######## adc_scan_sequencer ########
adc_scan_sequencer, cells coloured by class:
The bar under the picture is 50 microns long. Fill, decap, tap and diode cells in grey.
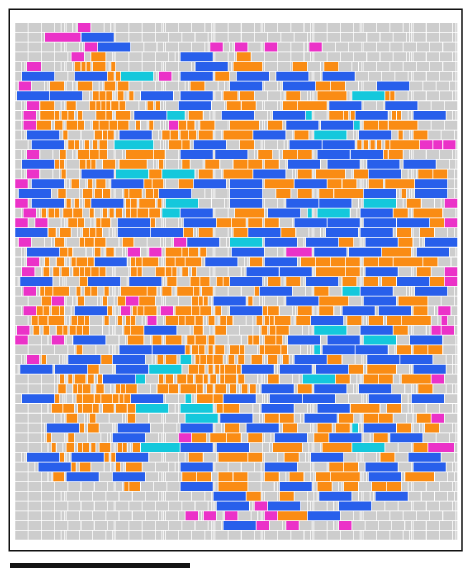

File: config.mk
export PLATFORM = sky130hd
export DESIGN_NAME = adc_scan_sequencer
export DESIGN_NICKNAME = d
export VERILOG_FILES = /design/src/rtl/adc_scan_sequencer.sv
export SDC_FILE = /design/constraint.sdc
export NUM_CORES = 1
export LEC_CHECK = 0
export CAP_MARGIN = 20
export CORE_ASPECT_RATIO = 1.2
export CORE_MARGIN = 1
export CORE_UTILIZATION = 50
export DETAILED_ROUTE_END_ITERATION = 8
export HOLD_SLACK_MARGIN = 0.03
export PLACE_DENSITY = 0.75
export SYNTH_ARGS = -nofsm -noshare
export SYNTH_HDL_FRONTEND = slang
export SYNTH_SLANG_ARGS = --single-unit
export TNS_END_PERCENT = 20
File: constraint.sdc
create_clock -name clkin -period 4.5 [get_ports clkin]
set_clock_uncertainty 0.05 [all_clocks]
set_input_delay 0.675 -clock clkin [delete_from_list [all_inputs] [get_ports clkin]]
set_output_delay 0.675 -clock clkin [all_outputs]
set_load 0.01 [all_outputs]
File: src/rtl/adc_scan_sequencer.sv
// Scan sequencer for a single SPI ADC behind an analog mux: settles, converts,
// averages 2^AVG_LOG2 samples per selected channel and keeps one result per channel.
module adc_scan_sequencer #(
    parameter int CHANNELS      = 8,
    parameter int CH_BITS       = 3,
    parameter int ADC_BITS      = 14,
    parameter int SETTLE_CYCLES = 16,
    parameter int AVG_LOG2      = 2,
    parameter int PERIOD        = 50000
) (
    input  logic                clkin,
    input  logic                rst_n,
    input  logic                enable,
    input  logic                continuous,
    input  logic                start,
    input  logic [CHANNELS-1:0] chan_mask,
    output logic [CH_BITS-1:0]  mux_sel,
    output logic                adc_go,
    input  logic                adc_busy,
    input  logic [ADC_BITS-1:0] adc_data,
    input  logic [CH_BITS-1:0]  rd_chan,
    output logic [ADC_BITS-1:0] rd_data,
    output logic                rd_valid,
    output logic                busy,
    output logic                scan_done,
    output logic                overrun,
    output logic [2:0]          dbg_state
);
    localparam int ACC_W = ADC_BITS + AVG_LOG2;
    localparam int NSAMP = 1 << AVG_LOG2;
    localparam int SW    = $clog2(SETTLE_CYCLES + 1);
    localparam int PW    = $clog2(PERIOD);

    typedef enum logic [2:0] {
        S_IDLE, S_SELECT, S_SETTLE, S_START, S_CONV, S_STORE, S_DRAIN
    } state_t;

    state_t              state, next_state;
    logic [CHANNELS-1:0] mask_q;
    logic [CH_BITS-1:0]  ptr, first_ch, next_ch;
    logic                first_hit, next_hit;
    logic [SW-1:0]       settle_cnt;
    logic [ACC_W-1:0]    acc;
    logic [4:0]          scnt;
    logic [PW-1:0]       pcnt;
    logic [ADC_BITS-1:0] result [CHANNELS];
    logic [CHANNELS-1:0] valid;
    logic                en_q, period_expire, trigger, last_sample;

    // Handshake: adc_go is held while in START until adc_busy is seen high
    // (reader accepted); adc_busy falling marks adc_data as the finished sample.
    assign adc_go        = (state == S_START) && enable;
    assign period_expire = enable && continuous && (pcnt == PW'(PERIOD - 1));
    assign trigger       = enable && (start || period_expire);
    assign last_sample   = (scnt == 5'(NSAMP - 1));
    assign dbg_state     = state;

    always_comb begin
        first_ch  = '0;
        first_hit = 1'b0;
        next_ch   = '0;
        next_hit  = 1'b0;
        // Descending scan so the lowest qualifying index wins.
        for (int i = CHANNELS - 1; i >= 0; i--) begin
            if (chan_mask[i]) begin
                first_ch  = CH_BITS'(i);
                first_hit = 1'b1;
            end
            if (mask_q[i] && (i > int'(ptr))) begin
                next_ch  = CH_BITS'(i);
                next_hit = 1'b1;
            end
        end
    end

    always_ff @(posedge clkin or negedge rst_n) begin
        if (!rst_n) state <= S_IDLE;
        else        state <= next_state;
    end

    always_comb begin
        next_state = state;
        case (state)
            S_IDLE:   if (trigger && first_hit) next_state = S_SELECT;
            S_SELECT: next_state = enable ? S_SETTLE : S_IDLE;
            S_SETTLE: if (!enable) next_state = S_IDLE;
                      else if (settle_cnt == SW'(1)) next_state = S_START;
            S_START:  if (!enable) next_state = S_DRAIN;
                      else if (adc_busy) next_state = S_CONV;
            S_CONV:   if (!enable) next_state = S_DRAIN;
                      else if (!adc_busy) next_state = S_STORE;
            S_STORE:  if (!enable) next_state = S_DRAIN;
                      else if (!last_sample) next_state = S_START;
                      else if (next_hit) next_state = S_SELECT;
                      else next_state = S_IDLE;
            S_DRAIN:  if (!adc_busy) next_state = S_IDLE;
            default:  next_state = S_IDLE;
        endcase
    end

    always_ff @(posedge clkin or negedge rst_n) begin
        if (!rst_n) begin
            mux_sel    <= '0;
            busy       <= 1'b0;
            scan_done  <= 1'b0;
            overrun    <= 1'b0;
            mask_q     <= '0;
            ptr        <= '0;
            settle_cnt <= '0;
            acc        <= '0;
            scnt       <= '0;
            pcnt       <= '0;
            result     <= '{default: '0};
            valid      <= '0;
            en_q       <= 1'b0;
        end else begin
            scan_done <= 1'b0;
            en_q      <= enable;
            busy      <= (next_state != S_IDLE);

            if (enable && continuous) pcnt <= period_expire ? '0 : pcnt + PW'(1);
            else                      pcnt <= '0;

            if (enable && !en_q) begin
                valid   <= '0;
                overrun <= 1'b0;
            end else if (period_expire && busy) begin
                overrun <= 1'b1;
            end

            case (state)
                S_IDLE: if (trigger) begin
                    mask_q <= chan_mask;
                    ptr    <= first_ch;
                    if (!first_hit) scan_done <= 1'b1;
                end
                S_SELECT: begin
                    mux_sel    <= ptr;
                    acc        <= '0;
                    scnt       <= '0;
                    settle_cnt <= SW'(SETTLE_CYCLES);
                end
                S_SETTLE: settle_cnt <= settle_cnt - SW'(1);
                S_CONV:   if (enable && !adc_busy) acc <= acc + ACC_W'(adc_data);
                S_STORE:  if (enable) begin
                    if (!last_sample) begin
                        scnt <= scnt + 5'd1;
                    end else begin
                        result[ptr] <= acc[AVG_LOG2 +: ADC_BITS];
                        valid[ptr]  <= 1'b1;
                        ptr         <= next_ch;
                        if (!next_hit) scan_done <= 1'b1;
                    end
                end
                default: ;
            endcase
        end
    end

    always_comb begin
        rd_data  = '0;
        rd_valid = 1'b0;
        if (int'(rd_chan) < CHANNELS) begin
            rd_data  = result[rd_chan];
            rd_valid = valid[rd_chan];
        end
    end
endmodule

######## xsnd_gen ########
===== src/rtl/xsnd_gen.sv =====
// Purpose : memory-mapped square-wave tone generator (HALFP high / HALFP low, DUR periods).
// Latency : register writes commit on the sel&we edge; reads are combinational, zero latency.
// Backpr. : none -- single-cycle bus responder, every access is accepted immediately.
//
// Ports:
//   clk, rst_n        core clock (rising edge), asynchronous active-low reset
//   sel, we, addr     bus select, write enable, word offset (0 CTRL, 1 HALFP, 2 DUR, 3 REMAIN)
//   data_in/data_out  write data / read data (data_out is 0 whenever sel=0)
//   snd_out           square-wave output
//   done_irq          level copy of the DONE flag
module xsnd_gen #(
    parameter int ADDR_W = 2,
    parameter int DATA_W = 32,
    parameter int HP_W   = 16,
    parameter int DUR_W  = 16
) (
    input  logic              clk,
    input  logic              rst_n,
    input  logic              sel,
    input  logic              we,
    input  logic [ADDR_W-1:0] addr,
    input  logic [DATA_W-1:0] data_in,
    output logic [DATA_W-1:0] data_out,
    output logic              snd_out,
    output logic              done_irq
);

    localparam int CFG_W = (HP_W > DUR_W) ? HP_W : DUR_W;

    typedef enum logic [0:0] {
        ST_IDLE = 1'b0,
        ST_PLAY = 1'b1
    } state_t;

    state_t            state_q;
    logic              snd_q;
    logic              done_q;
    logic              done_d;
    logic [HP_W-1:0]   halfp_q;
    logic [DUR_W-1:0]  dur_q;
    logic [DUR_W-1:0]  remain_q;
    logic [HP_W-1:0]   cnt_q;

    logic              wr;
    logic              ctrl_wr;
    logic              start_w;
    logic              stop_w;
    logic              clr_w;
    logic              cfg_ok;
    logic              tone_end;
    logic              done_set;
    logic [HP_W-1:0]   reload;
    logic [DATA_W-1:0] rd_dat;
    logic              unused_data;

    assign wr       = sel & we;
    assign ctrl_wr  = wr & (addr == ADDR_W'(0));
    assign start_w  = ctrl_wr & data_in[0];
    assign stop_w   = ctrl_wr & data_in[1];
    assign clr_w    = ctrl_wr & data_in[2];
    assign cfg_ok   = (halfp_q != '0) && (dur_q != '0);
    assign reload   = halfp_q - HP_W'(1);

    // The tone ends when the last low half expires; REMAIN already reached 0 at
    // the preceding high->low toggle, so the final low half is still played out.
    assign tone_end = (state_q == ST_PLAY) && !start_w && !stop_w &&
                      (cnt_q == '0) && !snd_q && (remain_q == '0);

    assign done_set = (start_w && !stop_w && !cfg_ok) || tone_end;

    // Set has priority over a coincident DONE_CLR.
    assign done_d   = done_set ? 1'b1 : (clr_w ? 1'b0 : done_q);

    assign unused_data = ^data_in[DATA_W-1:CFG_W];

    always_ff @(posedge clk or negedge rst_n) begin
        if (!rst_n) begin
            state_q  <= ST_IDLE;
            snd_q    <= 1'b0;
            done_q   <= 1'b0;
            halfp_q  <= '0;
            dur_q    <= '0;
            remain_q <= '0;
            cnt_q    <= '0;
        end else begin
            done_q <= done_d;

            if (wr && (addr == ADDR_W'(1))) halfp_q <= data_in[HP_W-1:0];
            if (wr && (addr == ADDR_W'(2))) dur_q   <= data_in[DUR_W-1:0];

            if (stop_w) begin
                // STOP beats a simultaneous START; in IDLE it changes nothing.
                if (state_q == ST_PLAY) begin
                    state_q  <= ST_IDLE;
                    snd_q    <= 1'b0;
                    remain_q <= '0;
                    cnt_q    <= '0;
                end
            end else if (start_w) begin
                if (cfg_ok) begin
                    state_q  <= ST_PLAY;
                    snd_q    <= 1'b1;
                    cnt_q    <= reload;
                    remain_q <= dur_q;
                end else begin
                    state_q  <= ST_IDLE;
                    snd_q    <= 1'b0;
                    cnt_q    <= '0;
                    remain_q <= '0;
                end
            end else if (state_q == ST_PLAY) begin
                if (cnt_q != '0) begin
                    cnt_q <= cnt_q - HP_W'(1);
                end else if (snd_q) begin
                    // High half done: one period fewer to go.
                    snd_q    <= 1'b0;
                    cnt_q    <= reload;
                    remain_q <= remain_q - DUR_W'(1);
                end else if (remain_q == '0) begin
                    state_q <= ST_IDLE;
                end else begin
                    snd_q <= 1'b1;
                    cnt_q <= reload;
                end
            end
        end
    end

    always_comb begin
        rd_dat = '0;
        case (addr)
            ADDR_W'(0): begin
                rd_dat[0] = (state_q == ST_PLAY);
                rd_dat[1] = done_q;
            end
            ADDR_W'(1): rd_dat[HP_W-1:0]  = halfp_q;
            ADDR_W'(2): rd_dat[DUR_W-1:0] = dur_q;
            ADDR_W'(3): rd_dat[DUR_W-1:0] = remain_q;
            default:    rd_dat = '0;
        endcase
    end

    assign data_out = sel ? rd_dat : '0;
    assign snd_out  = snd_q;
    assign done_irq = done_q;

endmodule


===== config.mk =====
export PLATFORM = sky130hd
export DESIGN_NAME = xsnd_gen
export DESIGN_NICKNAME = d
export VERILOG_FILES = /design/src/rtl/xsnd_gen.sv
export SDC_FILE = /design/constraint.sdc
export NUM_CORES = 1
export LEC_CHECK = 0
export CAP_MARGIN = 20
export CELL_PAD_IN_SITES_DETAIL_PLACEMENT = 1
export CELL_PAD_IN_SITES_GLOBAL_PLACEMENT = 2
export CORE_MARGIN = 2
export CORE_UTILIZATION = 37
export CTS_BUF_LIST = sky130_fd_sc_hd__clkbuf_4 sky130_fd_sc_hd__clkbuf_8
export DETAILED_ROUTE_END_ITERATION = 6
export PLACE_DENSITY_LB_ADDON = 0.2
export RECOVER_POWER = 100
export SLEW_MARGIN = 20
export SYNTH_ARGS = -nofsm -noshare
export SYNTH_HDL_FRONTEND = slang
export SYNTH_SLANG_ARGS = --single-unit

===== constraint.sdc =====
create_clock -name clk -period 4.2 [get_ports clk]
set_clock_uncertainty 0.2 [all_clocks]
set_input_delay 1.05 -clock clk [delete_from_list [all_inputs] [get_ports clk]]
set_output_delay 1.05 -clock clk [all_outputs]
set_load 0.03 [all_outputs]

######## fetch_unit ########
$ cat src/rtl/fetch_unit.sv
// Instruction fetch stage: single-outstanding req/ack fetch into IR, one-entry skid
// buffer for responses that land while decode stalls, and redirect with in-flight drain.
module fetch_unit #(
  parameter logic [31:0] RESET_VEC = 32'h0000_0000,
  parameter logic [31:0] PC_STEP   = 32'd4
) (
  input  logic        clk,
  input  logic        rst,
  output logic        imem_req,
  output logic [31:0] imem_addr,
  input  logic        imem_ack,
  input  logic [31:0] imem_rdata,
  input  logic        stall,
  input  logic        br_en,
  input  logic [31:0] br_target,
  output logic [31:0] IR,
  output logic        ir_valid,
  output logic [31:0] pc_out
);

  typedef enum logic [1:0] {StIdle, StReq, StHold, StDrain} state_e;

  localparam logic [31:0] ResetPc = {RESET_VEC[31:2], 2'b00};

  state_e      state_q, state_d;
  logic [31:0] fetch_pc_q, fetch_pc_d;
  logic [31:0] drain_addr_q, drain_addr_d;
  logic [31:0] ir_q, ir_d;
  logic        ir_valid_q, ir_valid_d;
  logic [31:0] pc_out_q, pc_out_d;
  logic [31:0] buf_data_q, buf_data_d;
  logic [31:0] buf_addr_q, buf_addr_d;

  always_ff @(posedge clk or negedge rst) begin
    if (!rst) begin
      state_q      <= StIdle;
      fetch_pc_q   <= ResetPc;
      drain_addr_q <= 32'h0;
      ir_q         <= 32'h0;
      ir_valid_q   <= 1'b0;
      pc_out_q     <= 32'h0;
      buf_data_q   <= 32'h0;
      buf_addr_q   <= 32'h0;
    end else begin
      state_q      <= state_d;
      fetch_pc_q   <= fetch_pc_d;
      drain_addr_q <= drain_addr_d;
      ir_q         <= ir_d;
      ir_valid_q   <= ir_valid_d;
      pc_out_q     <= pc_out_d;
      buf_data_q   <= buf_data_d;
      buf_addr_q   <= buf_addr_d;
    end
  end

  // Outputs derive from state so an async reset drops the request immediately.
  always_comb begin
    imem_req  = 1'b0;
    imem_addr = 32'h0;
    unique case (state_q)
      StReq: begin
        imem_req  = 1'b1;
        imem_addr = fetch_pc_q;
      end
      StDrain: begin
        imem_req  = 1'b1;
        imem_addr = drain_addr_q;
      end
      default: ;
    endcase
  end

  always_comb begin
    state_d      = state_q;
    fetch_pc_d   = fetch_pc_q;
    drain_addr_d = drain_addr_q;
    ir_d         = ir_q;
    ir_valid_d   = ir_valid_q;
    pc_out_d     = pc_out_q;
    buf_data_d   = buf_data_q;
    buf_addr_d   = buf_addr_q;

    if (ir_valid_q && !stall) ir_valid_d = 1'b0;

    if (br_en) begin
      fetch_pc_d = {br_target[31:2], 2'b00};
      ir_valid_d = 1'b0;
      // An unanswered request must still complete; its address is frozen for the drain.
      if (imem_req && !imem_ack) begin
        state_d = StDrain;
        if (state_q == StReq) drain_addr_d = fetch_pc_q;
      end else begin
        state_d = StReq;
      end
    end else begin
      unique case (state_q)
        StIdle: state_d = StReq;
        StReq: begin
          if (imem_ack) begin
            fetch_pc_d = fetch_pc_q + PC_STEP;
            if (!ir_valid_q || !stall) begin
              ir_d       = imem_rdata;
              pc_out_d   = fetch_pc_q;
              ir_valid_d = 1'b1;
            end else begin
              buf_data_d = imem_rdata;
              buf_addr_d = fetch_pc_q;
              state_d    = StHold;
            end
          end
        end
        StHold: begin
          if (!stall) begin
            ir_d       = buf_data_q;
            pc_out_d   = buf_addr_q;
            ir_valid_d = 1'b1;
            state_d    = StReq;
          end
        end
        StDrain: begin
          if (imem_ack) state_d = StReq;
        end
        default: state_d = StIdle;
      endcase
    end
  end

  assign IR       = ir_q;
  assign ir_valid = ir_valid_q;
  assign pc_out   = pc_out_q;

endmodule

$ cat config.mk
export PLATFORM = sky130hd
export DESIGN_NAME = fetch_unit
export DESIGN_NICKNAME = d
export VERILOG_FILES = /design/src/rtl/fetch_unit.sv
export SDC_FILE = /design/constraint.sdc
export NUM_CORES = 1
export LEC_CHECK = 0
export CORE_MARGIN = 1.5
export CORE_UTILIZATION = 30
export CTS_CLUSTER_SIZE = 28
export DETAILED_ROUTE_END_ITERATION = 7
export SKIP_CTS_REPAIR_TIMING = 1
export SLEW_MARGIN = 0
export SYNTH_ARGS = -nofsm -noshare
export SYNTH_HDL_FRONTEND = slang
export SYNTH_SLANG_ARGS = --single-unit
$ cat constraint.sdc
create_clock -name clk -period 2.41 [get_ports clk]
set_input_delay 0.482 -clock clk [delete_from_list [all_inputs] [get_ports clk]]
set_output_delay 0.482 -clock clk [all_outputs]
set_load 0.02 [all_outputs]

==> gallery <==
Metal layers overlaid.
Plate I
The bar under the picture is 50 microns long. Only two layers are drawn.
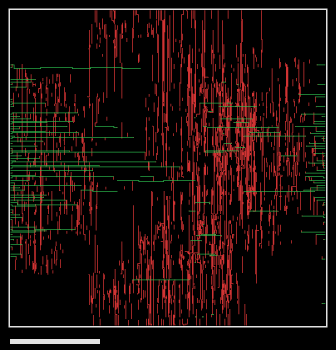
Plate II
The bar under the picture is 20 microns long. Only two layers are drawn.
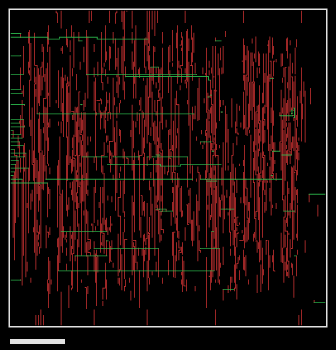
Plate III
The bar under the picture is 50 microns long. Only two layers are drawn.
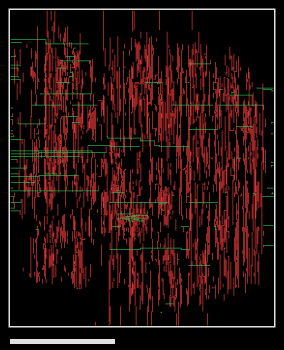
Of these, least wire: Plate II
Of these, smallest die: Plate II
xsnd_gen: Plate II
fetch_unit: Plate I
adc_scan_sequencer: Plate III

xsnd_gen, cells coloured by class:
The bar under the picture is 20 microns long. Fill, decap, tap and diode cells in grey.
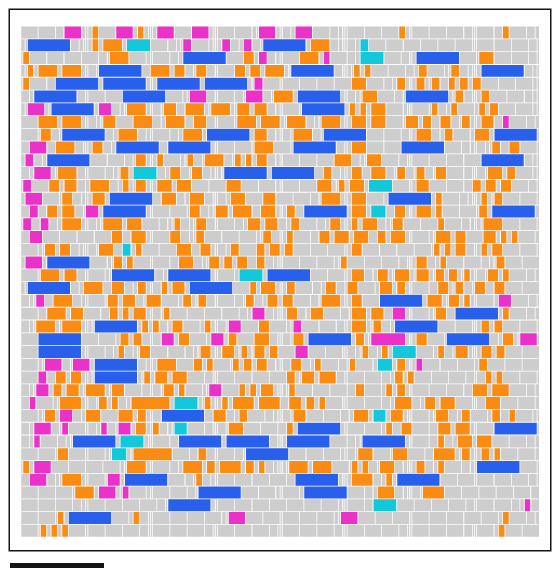
[orange] all other logic | cells: 397
[magenta] other buffers and delay cells | cells: 60
[cyan] clock drivers and dummy loads | cells: 16
[blue] flip-flops | cells: 67

xsnd_gen, congestion heat map:
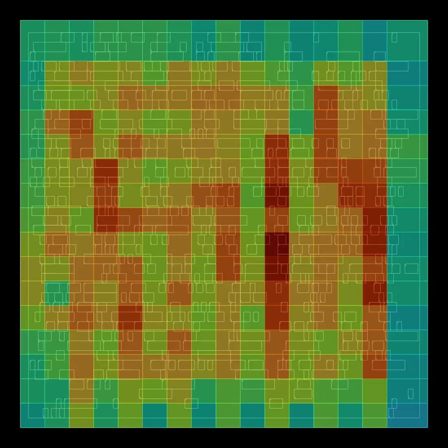
grt met3 use: 3.37%
Overall Global Routing Usage: 24.8%
global routing met1 resource utilization: 32.6%
core occupancy in the finished layout: 43.1%

==> summary.rpt, xsnd_gen <==
==== FLOW RESULTS ====
----------------------------------------------------
[Yosys]
  Post-synthesis cell type count ........................ around 65
  Flops after synth ........................ 67
  Yosys top cell by area ........................ sky130_fd_sc_hd__dfrtp_1
  Most frequently used cell type in the post-synthesis netlist ........................ sky130_fd_sc_hd__dfrtp_1

[Power and ir drop]
  PnR Total Power ........................ about 2.4 mW
  Combinational Power Share ........................ 35.9%
  Leak Pwr ........................ roughly 2.1 nW
  Sequential Power Share ........................ 42.7%

[Layout]
  Footprint of the multi-input gates ........................ 2640 sq um
  Final cell area excluding filler cells ........................ 5170 sq um
  Share of post-route cells with drive strength above 1 ........................ 19.4%
  Most common cell after layout, fill and taps aside ........................ sky130_fd_sc_hd__dfrtp_1
  Fin nets ........................ roughly 580

[Outcome]
  Result of the run ........................ complete, but fails checks
  Failing checks ........................ capacitance limit, slew limit

[Worst setup path]
  Crit Path Max Fanout ........................ 17
  Sequence of cells on the critical path ........................ clkdlybuf4s50_1 -> buf_4 -> nor2b_1 -> buf_4 -> a22oi_1 -> nor2b_1 -> buf_2

[STA]
  Number of pins with negative max-slew slack in the final report ........................ 29

[Clock tree]
  Resized Gates After CTS ........................ 0
  Cts-stage hold buffer count ........................ 0

[Run]
  Max-cap viol count ........................ 1

[Placed design]
  HPWL after detailed placement ........................ between 10000 and 15000 microns

----------------------------------------------------
[xsnd_gen: area by class of cell]
cell class,instances,share of cell area (%)
Timing Repair Buffer,60,8.73
Sequential cell,67,32.4
Multi-Input combinational cell,384,51.0
Tap cell,147,3.55
Inverter,13,0.943
Clock inverter,7,0.991
Clock buffer,9,2.39
[xsnd_gen: cell families after synthesis]
family,after synthesis,synth area share (%)
xor gates and xnor gates,22,4.23
AOI/OAI and AO/OA,124,18.3
other,1,0.0823
and+or+nand+nor,168,20.5
adders and majority gates,5,1.37
DFF,67,36.8
muxes,49,12.6
buffers and inverters,52,6.18
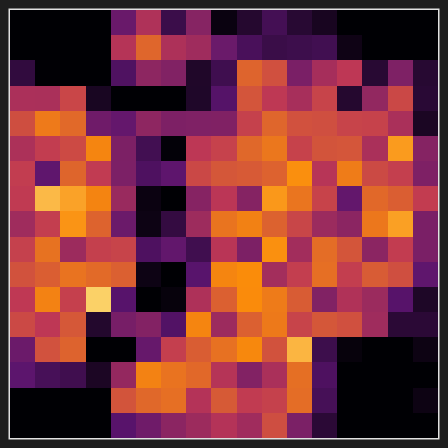
fetch_unit: placement density heat map
The die is cut into 17 by 17 equal tiles; black is low, pale yellow is high, 0 to 100% covered.
mean over tiles: 37%
tiles over 75% full: 3.5%
nearly empty tiles: 17%
fullest tile: 90%
emptiest ninth of the die: south-east

fetch_unit, congestion heat map:
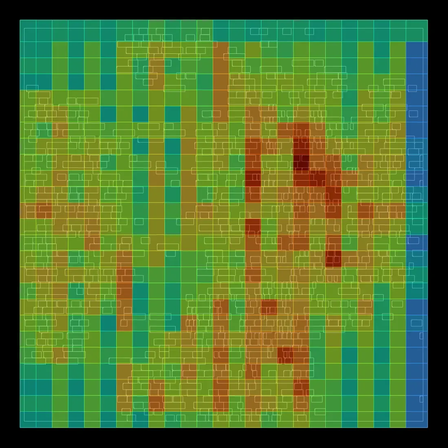
core occupancy in the finished layout: 40.8%
met2 routing resource usage after global routing: 22.5%
wire length per cell after detailed routing: 17.8 microns
grt met3 use: 5.50%
global routing met1 resource utilization: 19.8%

==> summary.rpt, fetch_unit <==
==== FLOW RESULTS ====
----------------------------------------------------
[Outcome]
  Result of the run ........................ finished clean

[Worst setup path]
  Crit path arrival time ........................ between 1500 and 2000 ps
  Worst flop-to-flop path startpoint ........................ state_q[1]
  Worst-case register-to-register setup slack ........................ about 150 ps
  Required time of the worst setup path ........................ 1930 ps

[Layout]
  Share of cell area taken by flip-flops and latches ........................ 39.7%
  Proportion of cell area spent on the clock network ........................ 5.34%
  Fraction of area in multi-input gates ........................ between 30% and 40%

[Power and ir drop]
  Flip-flop and latch power ........................ between 4 and 5 mW
  Psw ........................ roughly 3.5 mW
  Leak Pwr ........................ 5.05 nW

[STA]
  Largest clock skew in the final design ........................ around 10 ps

[Placed design]
  Count of buffers from port buffering ........................ 160

[Clock tree]
  Root Buffer ........................ sky130_fd_sc_hd__clkbuf_16

[Floorplan]
  Well-Tap Cells ........................ about 380
  Placeable core area ........................ 28900 sq um

[Yosys]
  Leading cell types by total area after synthesis ........................ sky130_fd_sc_hd__dfrtp_1 (53%), sky130_fd_sc_hd__mux2_2 (27%), sky130_fd_sc_hd__a22o_1 (3.0%), sky130_fd_sc_hd__nand2_1 (1.4%), sky130_fd_sc_hd__o21ai_0 (1.3%)
  Main flop type ........................ sky130_fd_sc_hd__dfrtp_1
  Proportion of netlist area held by the largest area contributor ........................ 52.8%
  Most frequently used cell type in the post-synthesis netlist ........................ sky130_fd_sc_hd__mux2_2
  Fa+ha+maj area frac ........................ less than 1%
  Post-synthesis cell type count ........................ approximately 43

[Min path]
  Class of the most critical hold timing path ........................ input pin to asynchronous set/reset pin

[Routing]
  Total Wirelength ........................ 22400 microns

[Global route]
  Overall Global Routing Usage ........................ 14.9%

----------------------------------------------------
==> fetch_unit: through the flow <==
step	hold WS, ps	utilization [%]	setup TNS (ps)
floorplan	186	-	0
global placement	462	38.4	-52.6
detailed placement	471	38.4	-62.1
CTS	37.3	40.6	-9490
global route	65.4	40.8	-81.7
finish	17.9	40.8	0
==> fetch_unit: metal layers <==
layer / wire length [microns] / global-route usage, %
met5: 0 / 0
met2: 9900 / 22.5
met4: 355 / 4.91
met3: 1900 / 5.50
met1: 10200 / 19.8
adc_scan_sequencer, congestion heat map:
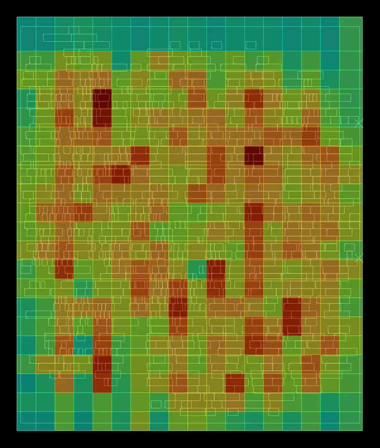
global routing met1 resource utilization: 28.3%
most congested layer reported by global routing: met2

Notes on 'cells coloured by class' of adc_scan_sequencer above:
[orange] all other logic | cells: 536
[cyan] clock drivers and dummy loads | cells: 30
[magenta] other buffers and delay cells | cells: 63
[blue] flip-flops | cells: 182

==> summary.rpt, adc_scan_sequencer <==
==== FLOW RESULTS ====
----------------------------------------------------
[Placed design]
  Count of buffers from port buffering ........................ 55
  DP Worst Slack ........................ ~1000 ps

[Floorplan]
  I/O pin total ........................ between 50 and 60
  # rows ........................ around 53

[Outcome]
  Failing checks ........................ DRC
  Result of the run ........................ complete, but fails checks

[Layout]
  Sequential Area ........................ 4550 sq um

[Yosys]
  Net count of the mapped netlist ........................ ~800

[Routing]
  DRC ........................ 2

[Clock tree]
  Resized Gates After CTS ........................ 0
  Clock Pin Slew Worst Setup and Hold Paths ........................ around 60 ps

[STA]
  Fmax achieved ........................ 0.292 GHz
  Min Clock Period, post-route ........................ approximately 3400 ps

[Worst setup path]
  Worst-case register-to-register setup slack ........................ roughly 1600 ps
  Worst setup path category ........................ input pin to output port

[Power and ir drop]
  Leak Pwr ........................ between 4 and 5 nW

[Global route]
  First-pass GRT wire length ........................ ~32000 microns
  Met2 routing resource usage after global routing ........................ between 30 and 40%

----------------------------------------------------
-- adc_scan_sequencer: kinds of logic after synthesis --
family / count (synthesis)
DFF: 182
and+or+nand+nor: 185
AOI/OAI and AO/OA: 119
adders and majority gates: 19
xor gates and xnor gates: 24
buffers and inverters: 58
muxes: 171
-- adc_scan_sequencer: area by class of cell --
type,instances,area share [%]
well taps,220,2.62
flip-flops and latches,182,43.4
repair buffers,63,6.21
clock buffers,21,4.48
inverters,18,0.644
multi-input cells,518,41.7
clock inverters,9,0.966

No activity file was given, so power comes from the tool's default toggle rates.
